# ---- block 1 ----
==> block_1/congestion_map.png <==
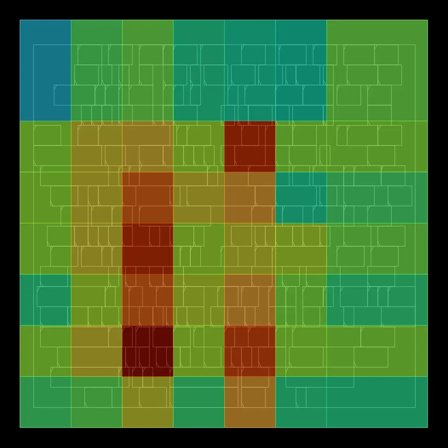
**src/rtl/timing_pkg.sv**
```systemverilog
// timing_pkg: run-state type, width helper and default sizes shared by the beat timing chain
package timing_pkg;
  typedef enum logic [1:0] {STOPPED, RUNNING, STEPPING} run_state_e;
  localparam int DEF_DIGITS = 32;
  localparam int DEF_BO_DIGITS = 4;
  localparam int DEF_BEATS = 4;
  function automatic int cw(input int n);
    return (n <= 2) ? 1 : $clog2(n);
  endfunction
endpackage

```
**src/rtl/beat_run_ctl.sv**
```systemverilog
// beat_run_ctl: run/step/halt FSM deciding whether the beat counter may advance
module beat_run_ctl
  import timing_pkg::*;
(
  input  logic       dashclk,
  input  logic       nreset,
  input  logic       run,
  input  logic       step,
  input  logic       halt,
  input  logic       tick,
  output run_state_e state,
  output logic       adv
);
  run_state_e state_q, state_d;
  logic step_pend_q, step_pend_d, halt_pend_q, halt_pend_d, halted_q, halted_d;
  logic leave_run, take_step;
  always_ff @(posedge dashclk or negedge nreset)
    if (!nreset) begin
      state_q     <= STOPPED;
      step_pend_q <= 1'b0;
      halt_pend_q <= 1'b0;
      halted_q    <= 1'b0;
    end else begin
      state_q     <= state_d;
      step_pend_q <= step_pend_d;
      halt_pend_q <= halt_pend_d;
      halted_q    <= halted_d;
    end
  always_comb begin
    state_d = state_q;
    if (tick)
      state_d = state_q == STOPPED ? ((run && !halted_q) ? RUNNING : step_pend_q ? STEPPING : STOPPED) :
                state_q == RUNNING ? ((!run || halt_pend_q) ? STOPPED : RUNNING) : STOPPED;
    leave_run   = tick && state_q == RUNNING && state_d == STOPPED;
    take_step   = tick && state_q == STOPPED && state_d == STEPPING;
    // a step only counts while stopped; it survives a tick where run wins
    step_pend_d = (step_pend_q || (state_q == STOPPED && step)) && !take_step;
    halt_pend_d = (halt_pend_q && !leave_run) || halt;
    halted_d    = (halted_q || (leave_run && halt_pend_q)) && run;
    state       = state_q;
    adv         = state_q != STOPPED;
  end
endmodule

```
**src/rtl/beat_timing_gen.sv**
```systemverilog
// beat_timing_gen: free-running digit/blackout chain with an FSM-gated one-hot beat counter
module beat_timing_gen
  import timing_pkg::*;
#(
  parameter int DIGITS    = DEF_DIGITS,
  parameter int BO_DIGITS = DEF_BO_DIGITS,
  parameter int BEATS     = DEF_BEATS,
  localparam int DW       = cw(DIGITS + BO_DIGITS),
  localparam int BW       = cw(BEATS)
) (
  input  logic              dashclk,
  input  logic              nreset,
  input  logic              run,
  input  logic              step,
  input  logic              halt,
  output logic [DIGITS-1:0] ps,
  output logic [DW-1:0]     digit,
  output logic              bo,
  output logic              nbo,
  output logic [BEATS-1:0]  beat,
  output logic              hs,
  output logic              ha,
  output logic              running,
  output logic              ce
);
  localparam logic [DW-1:0] LAST     = DW'(DIGITS + BO_DIGITS - 1);
  localparam logic [DW-1:0] FIRST_BO = DW'(DIGITS);
  localparam logic [BW-1:0] BLAST    = BW'(BEATS - 1);
  logic [DW-1:0] digit_q, digit_d;
  logic [BW-1:0] b_q, b_d;
  logic last, tick, adv;
  run_state_e state;
  beat_run_ctl u_ctl (
    .dashclk(dashclk),
    .nreset (nreset),
    .run    (run),
    .step   (step),
    .halt   (halt),
    .tick   (tick),
    .state  (state),
    .adv    (adv)
  );
  always_comb begin
    last    = digit_q == LAST;
    tick    = last && (state == STOPPED || b_q == BLAST);
    digit_d = last ? '0 : digit_q + 1'b1;
    b_d     = !(last && adv) ? b_q : (b_q == BLAST) ? '0 : b_q + 1'b1;
  end
  always_ff @(posedge dashclk or negedge nreset)
    if (!nreset) begin
      digit_q <= '0;
      b_q     <= '0;
    end else begin
      digit_q <= digit_d;
      b_q     <= b_d;
    end
  always_comb begin
    digit   = digit_q;
    bo      = digit_q >= FIRST_BO;
    nbo     = !bo;
    ps      = bo ? '0 : DIGITS'(1) << digit_q;
    beat    = BEATS'(1) << b_q;
    hs      = b_q == '0;
    ha      = !hs;
    running = state != STOPPED;
    ce      = last && b_q == BLAST && running;
  end
endmodule

```
**config.mk**
```make
export PLATFORM = sky130hd
export DESIGN_NAME = beat_timing_gen
export DESIGN_NICKNAME = d
export VERILOG_FILES = /design/src/rtl/timing_pkg.sv /design/src/rtl/beat_run_ctl.sv /design/src/rtl/beat_timing_gen.sv
export SDC_FILE = /design/constraint.sdc
export NUM_CORES = 1
export LEC_CHECK = 0
export ABC_AREA = 1
export ABC_CLOCK_PERIOD_IN_PS = 2090
export CAP_MARGIN = 10
export CORE_MARGIN = 1.5
export CORE_UTILIZATION = 41
export CTS_CLUSTER_SIZE = 14
export DETAILED_ROUTE_END_ITERATION = 12
export PLACE_DENSITY_LB_ADDON = 0.12
export RECOVER_POWER = 25
export SYNTH_ARGS = -nofsm -noshare
export SYNTH_HDL_FRONTEND = slang
export SYNTH_HIERARCHICAL = 1
export SYNTH_SLANG_ARGS = --single-unit
```
**constraint.sdc**
```tcl
create_clock -name dashclk -period 2.09 [get_ports dashclk]
set_clock_uncertainty 0.1 [all_clocks]
set_input_delay 0.3135 -clock dashclk [delete_from_list [all_inputs] [get_ports dashclk]]
set_output_delay 0.3135 -clock dashclk [all_outputs]
set_load 0.01 [all_outputs]
```
==> job_summary.md <==
## PnR job results

| Metric | Value |
|---|---|
| Run status | completed |
| Net Count, Synth | between 150 and 200 |
| Max-cap violations | 0 |
| Worst reg2reg path endpoint | u_ctl/step_pend_q |
| Nets | around 230 |
| Ratio of cells with drive above 1 in the final layout | 25.8% |
| Pwr Density | 237 mW/mm^2 |
| Initial DRC Count | 26 |
| Cell family with most CP delay | buffers and inverters |
| Invs w/o clock | 23 |
| Die height | 55.0 um |
| Largest class | logic gates |
| Worst R2R Path Depth | 9 |
| Well Taps | 30 |
| Drt pass-1 iters | 4 |
| Reg-to-reg slack, setup | about 130 ps |
| Grt ovf | 0 |
| Sequential cell area share | 18.1% |
| Critical Path Sink | ps[17] |
| Adder share | 11.3% |
| XOR/XNOR Fraction of Synth Area | between 1.5 and 2% |
| Vias in the first global route | around 1100 |
## Picture notes: block_1/congestion_map.png
DR WL/cell: 12.7 um
Total GRT Usage: 22.2%
Final Util: 71.7%
met1 usage: 27.7%

[routing by layer]
metal,part of all wire (%),wire [um],up-vias
met1,44,1380,567
met3,4.4,138,5
li1,-,-,596
met2,50,1580,39
met5,0,0,-
met4,1.4,44,0
[synth_stat cells]
library cell,count
buf_12,1
xor2_1,1
nor2_1,32
inv_1,21
nor2_2,3
inv_2,1
buf_6,1
o21ai_0,1
a21o_1,1
nand4_1,4
a21oi_1,4
nand2_1,25
clkinv_1,1
nand2_2,1
buf_4,3
or2_2,2
xnor2_1,1
nor2_4,10
ha_1,10
nand3_1,14
or2_1,1
dfrtp_1,13
clkbuf_1,1
[sequential cells by signal (all words and copies together), names as in the netlist]
register and count:
u_ctl/halt_pend_q 1, digit 6, u_ctl/step_pend_q 1, b_q 2, u_ctl/state 2, u_ctl/halted_q 1
[per-stage QoR]
stage	total power [mW]	instances	utilization, %	worst slack [ps]	hold WS, ps
after global routing	0.446	247	71.7	0.580	410
after detailed placement	0.271	236	66.7	36.7	393
after floorplan	0.257	152	-	380	-82.1
after global placement	0.270	236	66.7	109	389
final	0.429	247	71.7	52.9	372
after CTS	0.431	245	70.7	4.06	318

# ---- block 2 ----
==> block_2/m1.png <==
The bar under the picture is 50 um long. Supply wires on this layer in grey.
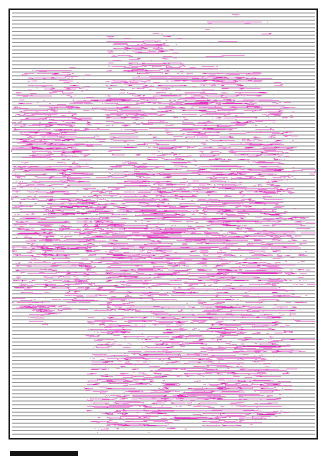
$ cat config.mk
export PLATFORM = sky130hd
export DESIGN_NAME = icache_fetch
export DESIGN_NICKNAME = d
export VERILOG_FILES = /design/src/rtl/icache_pkg.sv /design/src/rtl/icache_line_store.sv /design/src/rtl/icache_fetch.sv
export SDC_FILE = /design/constraint.sdc
export NUM_CORES = 1
export LEC_CHECK = 0
export CORE_ASPECT_RATIO = 1.4
export CORE_UTILIZATION = 35
export DETAILED_ROUTE_END_ITERATION = 6
export PLACE_DENSITY_LB_ADDON = 0.2
export SLEW_MARGIN = 0
export SYNTH_ARGS = -nofsm -noshare
export SYNTH_HDL_FRONTEND = slang
export SYNTH_SLANG_ARGS = --single-unit
$ cat constraint.sdc
create_clock -name clk -period 2.4 [get_ports clk]
set_input_delay 0.24 -clock clk [delete_from_list [all_inputs] [get_ports clk]]
set_output_delay 0.24 -clock clk [all_outputs]
set_load 0.01 [all_outputs]
$ cat src/rtl/icache_pkg.sv
// icache_pkg: shared constants, derived address-field widths and the FSM
// state encoding for the instruction cache (icache_fetch, icache_line_store).
package icache_pkg;

    localparam int LINE_WORDS_DEF = 4;
    localparam int NUM_LINES_DEF  = 8;
    localparam int ADDR_W         = 16;
    localparam int DATA_W         = 16;

    // Word-offset field width within a line.
    function automatic int off_w(input int line_words);
        return $clog2(line_words);
    endfunction

    // Line-index field width.
    function automatic int idx_w(input int num_lines);
        return $clog2(num_lines);
    endfunction

    // Tag is whatever remains of the word address above index and offset.
    function automatic int tag_w(input int line_words, input int num_lines);
        return ADDR_W - $clog2(line_words) - $clog2(num_lines);
    endfunction

    typedef enum logic {
        ST_IDLE   = 1'b0,
        ST_REFILL = 1'b1
    } state_e;

endpackage

$ cat src/rtl/icache_line_store.sv
// icache_line_store: valid/tag/data storage of the direct-mapped icache.
// Ports:
//   clk, reset_n            clock, synchronous active-high reset (valid bits only)
//   rd_idx_i, rd_off_i      combinational read address
//   rd_valid_o, rd_tag_o,
//   rd_word_o               valid bit, tag and word of the addressed line
//   wr_en_i, wr_idx_i,
//   wr_off_i, wr_data_i     single word write into the data array
//   inst_en_i, inst_tag_i,
//   inst_valid_i            install tag/valid of line wr_idx_i
//   inval_i                 clear every valid bit
module icache_line_store
    import icache_pkg::*;
#(
    parameter int LINE_WORDS = LINE_WORDS_DEF,
    parameter int NUM_LINES  = NUM_LINES_DEF
) (
    input  logic                                    clk,
    input  logic                                    reset_n,
    input  logic [idx_w(NUM_LINES)-1:0]             rd_idx_i,
    input  logic [off_w(LINE_WORDS)-1:0]            rd_off_i,
    output logic                                    rd_valid_o,
    output logic [tag_w(LINE_WORDS,NUM_LINES)-1:0]  rd_tag_o,
    output logic [DATA_W-1:0]                       rd_word_o,
    input  logic                                    wr_en_i,
    input  logic [idx_w(NUM_LINES)-1:0]             wr_idx_i,
    input  logic [off_w(LINE_WORDS)-1:0]            wr_off_i,
    input  logic [DATA_W-1:0]                       wr_data_i,
    input  logic                                    inst_en_i,
    input  logic [tag_w(LINE_WORDS,NUM_LINES)-1:0]  inst_tag_i,
    input  logic                                    inst_valid_i,
    input  logic                                    inval_i
);

    localparam int TAG = tag_w(LINE_WORDS, NUM_LINES);

    logic [NUM_LINES-1:0] valid_q;
    logic [TAG-1:0]       tag_q  [NUM_LINES];
    logic [DATA_W-1:0]    data_q [NUM_LINES*LINE_WORDS];

    // Install after the global clear so an install never resurrects a line
    // killed in the same cycle (the top already forces inst_valid_i low then).
    always_ff @(posedge clk) begin
        if (reset_n) begin
            valid_q <= '0;
        end else begin
            if (inval_i)
                valid_q <= '0;
            if (inst_en_i)
                valid_q[wr_idx_i] <= inst_valid_i;
        end
    end

    always_ff @(posedge clk) begin
        if (wr_en_i)
            data_q[{wr_idx_i, wr_off_i}] <= wr_data_i;
        if (inst_en_i)
            tag_q[wr_idx_i] <= inst_tag_i;
    end

    assign rd_valid_o = valid_q[rd_idx_i];
    assign rd_tag_o   = tag_q[rd_idx_i];
    assign rd_word_o  = data_q[{rd_idx_i, rd_off_i}];

endmodule

$ cat src/rtl/icache_fetch.sv
// icache_fetch: direct-mapped read-only instruction cache with line refill.
// Optional feature: hit/miss statistics counters, built when the macro
// ICACHE_STATS_EN is defined.
// Ports:
//   clk, reset_n          clock, synchronous active-high reset
//   readM1, address1      CPU fetch request and word address
//   data1, i_stall        fetched word (hit) / fetch not served
//   inval                 invalidate all lines
//   mem_req, mem_addr     refill beat request and its word address
//   mem_ack, mem_rdata    beat acknowledge and returned word
//   hit_count, miss_count statistics (ICACHE_STATS_EN only)
//
// state  | meaning
// IDLE   | lookup; hit served combinationally, miss latches line and refills
// REFILL | fetch LINE_WORDS beats in order, install line on last ack
module icache_fetch
    import icache_pkg::*;
#(
    parameter int LINE_WORDS = LINE_WORDS_DEF,
    parameter int NUM_LINES  = NUM_LINES_DEF
) (
    input  logic               clk,
    input  logic               reset_n,
    input  logic               readM1,
    input  logic [ADDR_W-1:0]  address1,
    output logic [DATA_W-1:0]  data1,
    output logic               i_stall,
    input  logic               inval,
    output logic               mem_req,
    output logic [ADDR_W-1:0]  mem_addr,
    input  logic               mem_ack,
    input  logic [DATA_W-1:0]  mem_rdata
`ifdef ICACHE_STATS_EN
    ,
    output logic [15:0]        hit_count,
    output logic [15:0]        miss_count
`endif
);

    localparam int OFF = off_w(LINE_WORDS);
    localparam int IDX = idx_w(NUM_LINES);
    localparam int TAG = tag_w(LINE_WORDS, NUM_LINES);

    state_e           state_q, state_d;
    logic [OFF-1:0]   beat_q, beat_d;
    logic             kill_q, kill_d;
    logic [TAG-1:0]   ltag_q, ltag_d;
    logic [IDX-1:0]   lidx_q, lidx_d;

    logic [OFF-1:0]   a_off;
    logic [IDX-1:0]   a_idx;
    logic [TAG-1:0]   a_tag;
    logic             rd_valid;
    logic [TAG-1:0]   rd_tag;
    logic [DATA_W-1:0] rd_word;
    logic             hit;
    logic             wr_en, inst_en, inst_valid;

    assign a_off = address1[OFF-1:0];
    assign a_idx = address1[OFF+IDX-1:OFF];
    assign a_tag = address1[ADDR_W-1:OFF+IDX];

    always_comb begin
        state_d    = state_q;
        beat_d     = beat_q;
        kill_d     = kill_q;
        ltag_d     = ltag_q;
        lidx_d     = lidx_q;
        data1      = '0;
        i_stall    = 1'b0;
        mem_req    = 1'b0;
        mem_addr   = '0;
        hit        = 1'b0;
        wr_en      = 1'b0;
        inst_en    = 1'b0;
        inst_valid = 1'b0;
        case (state_q)
            ST_IDLE: begin
                hit = readM1 & rd_valid & (rd_tag == a_tag);
                if (hit) begin
                    data1 = rd_word;
                end else if (readM1) begin
                    i_stall = 1'b1;
                    ltag_d  = a_tag;
                    lidx_d  = a_idx;
                    beat_d  = '0;
                    kill_d  = 1'b0;
                    state_d = ST_REFILL;
                end
            end
            ST_REFILL: begin
                mem_req  = 1'b1;
                mem_addr = {ltag_q, lidx_q, beat_q};
                i_stall  = 1'b1;
                if (inval)
                    kill_d = 1'b1;
                if (mem_ack) begin
                    wr_en  = 1'b1;
                    beat_d = beat_q + 1'b1;
                    if (beat_q == OFF'(LINE_WORDS - 1)) begin
                        inst_en = 1'b1;
                        // An inval on the final beat must also leave the line invalid.
                        inst_valid = ~(kill_q | inval);
                        state_d    = ST_IDLE;
                    end
                end
            end
            default: state_d = ST_IDLE;
        endcase
    end

    always_ff @(posedge clk) begin
        if (reset_n) begin
            state_q <= ST_IDLE;
            beat_q  <= '0;
            kill_q  <= 1'b0;
            ltag_q  <= '0;
            lidx_q  <= '0;
        end else begin
            state_q <= state_d;
            beat_q  <= beat_d;
            kill_q  <= kill_d;
            ltag_q  <= ltag_d;
            lidx_q  <= lidx_d;
        end
    end

    icache_line_store #(
        .LINE_WORDS (LINE_WORDS),
        .NUM_LINES  (NUM_LINES)
    ) u_store (
        .clk          (clk),
        .reset_n      (reset_n),
        .rd_idx_i     (a_idx),
        .rd_off_i     (a_off),
        .rd_valid_o   (rd_valid),
        .rd_tag_o     (rd_tag),
        .rd_word_o    (rd_word),
        .wr_en_i      (wr_en & ~reset_n),
        .wr_idx_i     (lidx_q),
        .wr_off_i     (beat_q),
        .wr_data_i    (mem_rdata),
        .inst_en_i    (inst_en & ~reset_n),
        .inst_tag_i   (ltag_q),
        .inst_valid_i (inst_valid),
        .inval_i      (inval)
    );

`ifdef ICACHE_STATS_EN
    logic [15:0] hit_cnt_q, miss_cnt_q;

    always_ff @(posedge clk) begin
        if (reset_n) begin
            hit_cnt_q  <= '0;
            miss_cnt_q <= '0;
        end else begin
            if (hit)
                hit_cnt_q <= hit_cnt_q + 16'd1;
            if (state_q == ST_IDLE && state_d == ST_REFILL)
                miss_cnt_q <= miss_cnt_q + 16'd1;
        end
    end

    assign hit_count  = hit_cnt_q;
    assign miss_count = miss_cnt_q;
`endif

endmodule
==> job_summary.md <==
## PnR job results

| Metric | Value |
|---|---|
| Run status | finished with violations |
| Failing checks | negative setup slack |
| Fin Setup TNS | -12350 ps |
| Clock Root Buffer | clkbuf_16 |
| Via/cell ratio | 5.02 |
| Final setup fails | 17 |
| Reg-to-reg slack, setup | roughly 10 ps |
| Relative max-transition margin | about 52% |
| Placer's final routability congestion estimate | 0.738 |
| Yosys Warn Count | 0 |
| Max Slew Vio Count | 0 |
| Worst-path clk slew | 70 ps |
| Flop area | 0.0185 mm^2 |
| Pin count of the biggest net entering global routing | around 43 |
| Cell count in the Yosys report | 1117 |
| Clock buf count | between 70 and 80 |
| Fin cells | 2305 |
| Routed wl met3 | 1880 um |
| Met3 Track Usage GR | 2.12% |
| Leakage | around 9.5 nW |
| Clock buf/inv share | 6.52% |
| GR peak layer | met2 |
| Combinational fraction of design power | under 10% |
| Critical Path Max Stage Delay | 470 ps |
| Final worst slack | -750 ps |
| Port-buffer cells | 70 |
| Well Taps | 928 |
| Fp_density | 35.4% |
| Vias in the first global route | between 10000 and 15000 |
| Ratio of cells with drive above 1 in the final layout | 35.9% |
| Critical path depth | 10 |
| Place WS | -911 ps |
| # hold bufs at CTS | 0 |
| Multi-In Gates | 429 |
| Crit path cell chain | mux4_2 -> mux2i_1 -> xor2_1 -> nand2_1 -> nor4_4 -> buf_4 -> nand3b_4 -> buf_12 -> nor2_1 -> buf_2 |
| Ys flop type | edfxtp_1 |
| Post-synth cell types | 41 |
| Worst reg2reg path endpoint | state_q |
| Num ports | between 70 and 80 |
| Post-Place Cells | 2195 |
| Final worst path period share | 131% |
About block_2/m1.png:
longest straight run: 86.0 um
share of all routed wire: 41%
via count: 11560
met1 usage: 20.6%

==> cell families (layout without fill, tap and decap cells) <==
family	after synthesis	count (layout)	synth area share, %
AND-OR/OR-AND	29	29	0.812
XOR/XNOR	12	12	0.429
adder cells (fa/ha/maj)	4	4	0.204
buffers and inverters	62	322	1.16
flip-flops	626	626	75.7
multiplexers	233	233	18.3
AND/OR/NAND/NOR	151	151	3.35
==> what timing repair did <==
| item | in CTS | in global routing |
|---|---|---|
| resized | 90 | 5 |
| setup endpoints to repair | 35 | 35 |
| cloned | 1 | 0 |
| buffers inserted | 2 | 0 |
| pin swaps | 8 | 4 |
==> cell usage after synthesis, drive strengths merged (9+ instances only) <==
master | number | share of area [%]
edfxtp | 600 | 74
mux4 | 171 | 16
nor2 | 60 | 0.92
mux2i | 49 | 2.0
clkbuf | 37 | 0.57
nand2b | 33 | 0.84
dfxtp | 26 | 2.1
buf | 23 | 0.56
and2 | 16 | 0.41
mux2 | 13 | 0.60
or3 | 11 | 0.28
xor2 | 11 | 0.39
nand2 | 10 | 0.15
a21oi | 9 | 0.23
o22ai | 9 | 0.23
or3b | 9 | 0.32

# ---- block 3 ----
==> block_3/closeup.png <==
The bar under the picture is 10 um long. Region (59, 6) to (99, 46) um. Cells in grey, sequential cells in the stronger grey; small squares are vias.
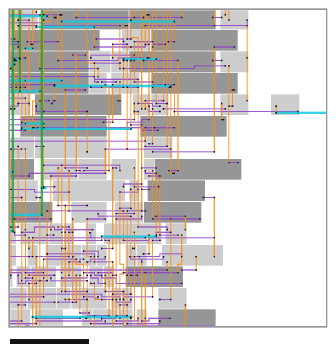
==> block_3/gates.png <==
The bar under the picture is 20 um long.
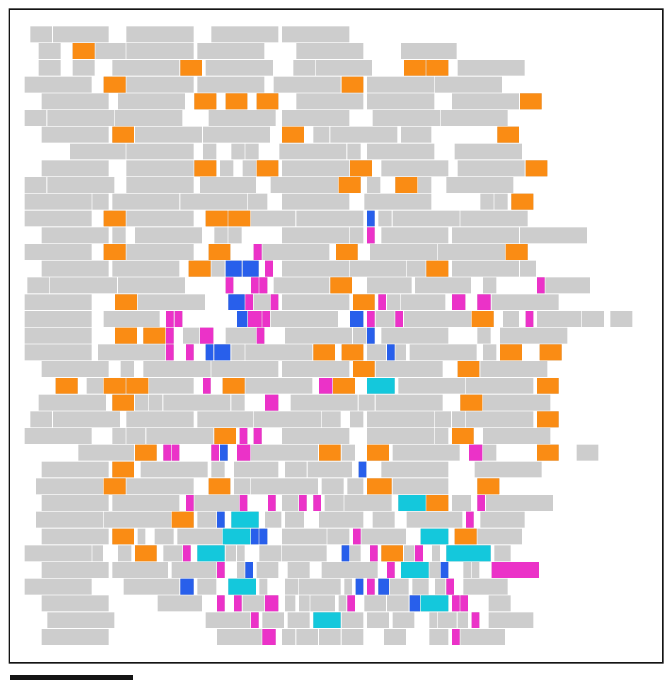
==> src/rtl/param_sync_fifo_if.sv <==
// Handshake and status bundle between a single-clock FIFO and its producer/consumer.
// The master modport is the user side; the slave modport is the FIFO itself.
interface param_sync_fifo_if #(
    parameter int WIDTH = 8,
    parameter int DEPTH = 16
);
    localparam int CW = $clog2(DEPTH) + 1;

    logic             wr_rq;
    logic [WIDTH-1:0] wdata;
    logic             rd_rq;
    logic             err_clr;
    logic [WIDTH-1:0] rdata;
    logic             rvalid;
    logic             full;
    logic             empty;
    logic             almost_full;
    logic             almost_empty;
    logic [CW-1:0]    count;
    logic             overflow;
    logic             underflow;

    modport master (
        output wr_rq, wdata, rd_rq, err_clr,
        input  rdata, rvalid, full, empty, almost_full, almost_empty, count, overflow, underflow
    );

    modport slave (
        input  wr_rq, wdata, rd_rq, err_clr,
        output rdata, rvalid, full, empty, almost_full, almost_empty, count, overflow, underflow
    );
endinterface

==> src/rtl/param_sync_fifo.sv <==
// Single-clock FIFO with registered count, threshold flags, sticky error flags
// and a choice of registered-read or first-word-fall-through output.
module param_sync_fifo #(
    parameter int WIDTH    = 8,
    parameter int DEPTH    = 16,
    parameter int AF_LEVEL = DEPTH - 2,
    parameter int AE_LEVEL = 2,
    parameter int FWFT     = 0
) (
    input logic              clk,
    input logic              rst,
    param_sync_fifo_if.slave bus
);
    localparam int AW = $clog2(DEPTH);
    localparam int CW = AW + 1;

    logic [WIDTH-1:0] mem [DEPTH];
    logic [AW-1:0]    wr_ptr, rd_ptr;
    logic [CW-1:0]    cnt;
    logic             ovf, udf;
    logic             full_w, empty_w, wr_acc, rd_acc;

    assign full_w  = (cnt == CW'(DEPTH));
    assign empty_w = (cnt == '0);
    // Acceptance looks only at the registered flags, so a read never makes
    // room for a same-cycle write and vice versa.
    assign wr_acc  = bus.wr_rq && !full_w;
    assign rd_acc  = bus.rd_rq && !empty_w;

    always_ff @(posedge clk) begin
        if (rst) begin
            wr_ptr <= '0;
            rd_ptr <= '0;
            cnt    <= '0;
            ovf    <= 1'b0;
            udf    <= 1'b0;
        end else begin
            if (wr_acc) wr_ptr <= wr_ptr + 1'b1;
            if (rd_acc) rd_ptr <= rd_ptr + 1'b1;
            if (wr_acc && !rd_acc)      cnt <= cnt + 1'b1;
            else if (rd_acc && !wr_acc) cnt <= cnt - 1'b1;
            // A new error in the same cycle as err_clr keeps the flag set.
            if (bus.wr_rq && full_w)  ovf <= 1'b1;
            else if (bus.err_clr)     ovf <= 1'b0;
            if (bus.rd_rq && empty_w) udf <= 1'b1;
            else if (bus.err_clr)     udf <= 1'b0;
        end
    end

    always_ff @(posedge clk) begin
        if (!rst && wr_acc) mem[wr_ptr] <= bus.wdata;
    end

    generate
        if (FWFT != 0) begin : g_fwft
            // Masked while empty so the unreset array never shows on rdata.
            assign bus.rdata  = empty_w ? '0 : mem[rd_ptr];
            assign bus.rvalid = !empty_w;
        end else begin : g_std
            logic [WIDTH-1:0] rdata_q;
            logic             rvalid_q;
            always_ff @(posedge clk) begin
                if (rst) begin
                    rdata_q  <= '0;
                    rvalid_q <= 1'b0;
                end else begin
                    rvalid_q <= rd_acc;
                    if (rd_acc) rdata_q <= mem[rd_ptr];
                end
            end
            assign bus.rdata  = rdata_q;
            assign bus.rvalid = rvalid_q;
        end
    endgenerate

    assign bus.full         = full_w;
    assign bus.empty        = empty_w;
    assign bus.almost_full  = (cnt >= CW'(AF_LEVEL));
    assign bus.almost_empty = (cnt <= CW'(AE_LEVEL));
    assign bus.count        = cnt;
    assign bus.overflow     = ovf;
    assign bus.underflow    = udf;
endmodule

==> src/flat_wrapper.sv <==
// flat-port wrapper written by rule: the top's interface ports become plain ports
module param_sync_fifo_flat 
#(
    parameter int WIDTH    = 8,
    parameter int DEPTH    = 16,
    parameter int AF_LEVEL = DEPTH - 2,
    parameter int AE_LEVEL = 2,
    parameter int FWFT     = 0
)
  (clk, rst, bus_wr_rq, bus_wdata, bus_rd_rq, bus_err_clr, bus_rdata, bus_rvalid, bus_full, bus_empty, bus_almost_full, bus_almost_empty, bus_count, bus_overflow, bus_underflow);
  param_sync_fifo_if #(.WIDTH(WIDTH), .DEPTH(DEPTH)) bus_i ();
  input logic clk;
  input logic rst;
  input wire logic [$bits(bus_i.wr_rq)-1:0] bus_wr_rq;
  input wire logic [$bits(bus_i.wdata)-1:0] bus_wdata;
  input wire logic [$bits(bus_i.rd_rq)-1:0] bus_rd_rq;
  input wire logic [$bits(bus_i.err_clr)-1:0] bus_err_clr;
  output wire logic [$bits(bus_i.rdata)-1:0] bus_rdata;
  output wire logic [$bits(bus_i.rvalid)-1:0] bus_rvalid;
  output wire logic [$bits(bus_i.full)-1:0] bus_full;
  output wire logic [$bits(bus_i.empty)-1:0] bus_empty;
  output wire logic [$bits(bus_i.almost_full)-1:0] bus_almost_full;
  output wire logic [$bits(bus_i.almost_empty)-1:0] bus_almost_empty;
  output wire logic [$bits(bus_i.count)-1:0] bus_count;
  output wire logic [$bits(bus_i.overflow)-1:0] bus_overflow;
  output wire logic [$bits(bus_i.underflow)-1:0] bus_underflow;
  assign bus_i.wr_rq = bus_wr_rq;
  assign bus_i.wdata = bus_wdata;
  assign bus_i.rd_rq = bus_rd_rq;
  assign bus_i.err_clr = bus_err_clr;
  assign bus_rdata = bus_i.rdata;
  assign bus_rvalid = bus_i.rvalid;
  assign bus_full = bus_i.full;
  assign bus_empty = bus_i.empty;
  assign bus_almost_full = bus_i.almost_full;
  assign bus_almost_empty = bus_i.almost_empty;
  assign bus_count = bus_i.count;
  assign bus_overflow = bus_i.overflow;
  assign bus_underflow = bus_i.underflow;
  param_sync_fifo #(.WIDTH(WIDTH), .DEPTH(DEPTH), .AF_LEVEL(AF_LEVEL), .AE_LEVEL(AE_LEVEL), .FWFT(FWFT)) u_core (.clk(clk), .rst(rst), .bus(bus_i));
endmodule
==> config.mk <==
export PLATFORM = sky130hd
export DESIGN_NAME = param_sync_fifo_flat
export DESIGN_NICKNAME = d
export VERILOG_FILES = /design/src/rtl/param_sync_fifo_if.sv /design/src/rtl/param_sync_fifo.sv /design/src/flat_wrapper.sv
export SDC_FILE = /design/constraint.sdc
export NUM_CORES = 1
export LEC_CHECK = 0
export ABC_CLOCK_PERIOD_IN_PS = 3550
export CORE_MARGIN = 2
export CORE_UTILIZATION = 59
export DETAILED_ROUTE_END_ITERATION = 7
export PLACE_DENSITY = 0.89
export RECOVER_POWER = 50
export SYNTH_ARGS = -nofsm -noshare
export SYNTH_HDL_FRONTEND = slang
export SYNTH_SLANG_ARGS = --single-unit
==> constraint.sdc <==
create_clock -name clk -period 3.55 [get_ports clk]
set_input_delay 0.71 -clock clk [delete_from_list [all_inputs] [get_ports clk]]
set_output_delay 0.71 -clock clk [all_outputs]
set_load 0.02 [all_outputs]
==> job_summary.md <==
## PnR job results

| Metric | Value |
|---|---|
| Run status | completed |
| Log Warnings | 30 |
| Post-CTS repair timing setup buffer count | 0 |
| P_int | approximately 3.7 mW |
| Leakage | ~2.3 nW |
| Total GRT Usage | around a quarter |
| Met1 usage | 29.8% |
| Path category of the worst min-delay check | reg2reg |
| CP Max Fanout | roughly 45 |
| Initial DRC Count | 215 |
| Clock buf count | 19 |
| Post-Place Cells | 558 |
| Place WS | 340 ps |
| CP startpoint | u_core.rd_ptr[1] |
| Well Taps | roughly 140 |
| Grt met2 use | 40.8% |
| Overall power | approximately 5.2 mW |
| Final Hold Fails | 0 |
| DR WL/cell | roughly 21 um |
| Fin Setup TNS | 0 ps |
| Drt pass-1 iters | 6 |
| Row cnt | 37 |
| Via/cell ratio | 6.01 |
| Flop pwr share | a little over two fifths |
| Max-cap violations | 0 |
| Nets | 465 |
| # fillers | 629 |
| Worst-path clk slew | 60 ps |
| Post-Synthesis Cells | about 410 |
| # hold bufs at CTS | 0 |
## Picture notes: block_3/closeup.png
| layer | colour |
|---|---|
| M3 | cyan |
| M1 | purple |
| M2 | orange |
| M4 | green |
cells with their middle in the window: 74
most frequent: edfxtp_1 (12), mux2i_1 (10), nor2_1 (9)
netlist names of flops here include: u_core.mem (12), u_core.bus.count (4)
sequential cells in the window: 17

## Picture notes: block_3/gates.png
| family | colour | cells | most used |
|---|---|---|---|
| nor cells | magenta | 60 | nor2_1 |
| fa/ha/maj cells | cyan | 11 | ha_1 |
| mux cells | orange | 67 | mux2i_1 |
| nand cells | blue | 22 | nand2_1 |
fin cells: 590
logic share of the area: 23.2%
Commonest Layout Cell: edfxtp_1

-- worst max-delay path: stages, from the launching register on --
cell,delay (ps)
dfxtp_2,1250
clkbuf_1,670
mux2i_1,310
o22ai_1,150
nor4_1,290
a211oi_1,130
-- flip-flops by register name, indices dropped and copies added, names as in the netlist --
name / cells
u_core.bus.count: 5
u_core.wr_ptr: 4
u_core.bus.overflow: 1
u_core.bus.underflow: 1
u_core.rd_ptr: 4
u_core.bus.rvalid: 1
u_core.mem: 128
u_core.bus.rdata: 8
-- cell usage after synthesis, drive strengths merged --
cell type	number	share of area, %
mux2	1	0.18
or3	2	0.20
clkbuf	3	0.18
mux2i	66	11
o22ai	32	3.3
fa	1	0.33
xnor2	2	0.29
edfxtp	128	63
buf	16	2.0
or3b	1	0.14
nand4	2	0.20
and2	2	0.20
a21boi	2	0.43
nor2	49	3.0
nor2b	2	0.20
a211oi	8	0.98
nand3	3	0.24
nand3b	4	0.49
ha	10	2.0
dfxtp	24	7.8
a21o	1	0.12
inv	8	0.49
xor2	7	1.0
a21oi	8	0.65
nand2	13	0.80
a2111oi	1	0.14
nor4	9	1.2


==> notes/layouts.md <==
Pictures saved along the way, in no particular order.

Metal 3.
image #1
The bar under the picture is 20 um long.
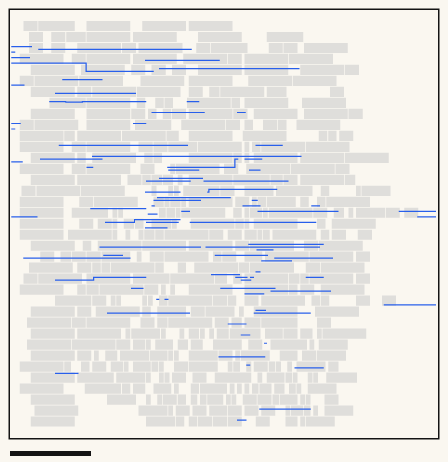
image #2
The bar under the picture is 50 um long.
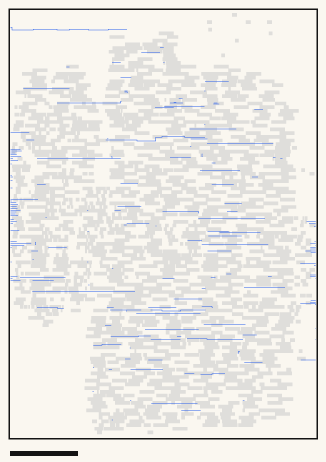
image #3
The bar under the picture is 20 um long.
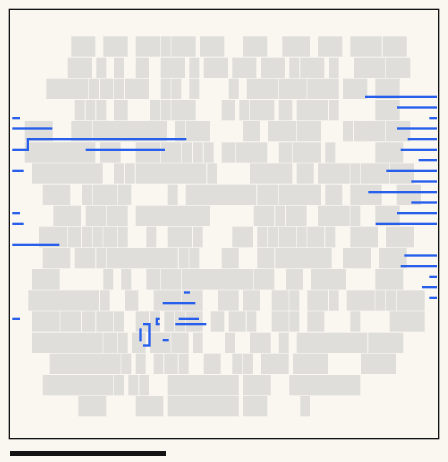
block 3 -> image #1
block 1 -> image #3
block 2 -> image #2
- smallest die: image #3

Power and IR drop assume default switching activity.
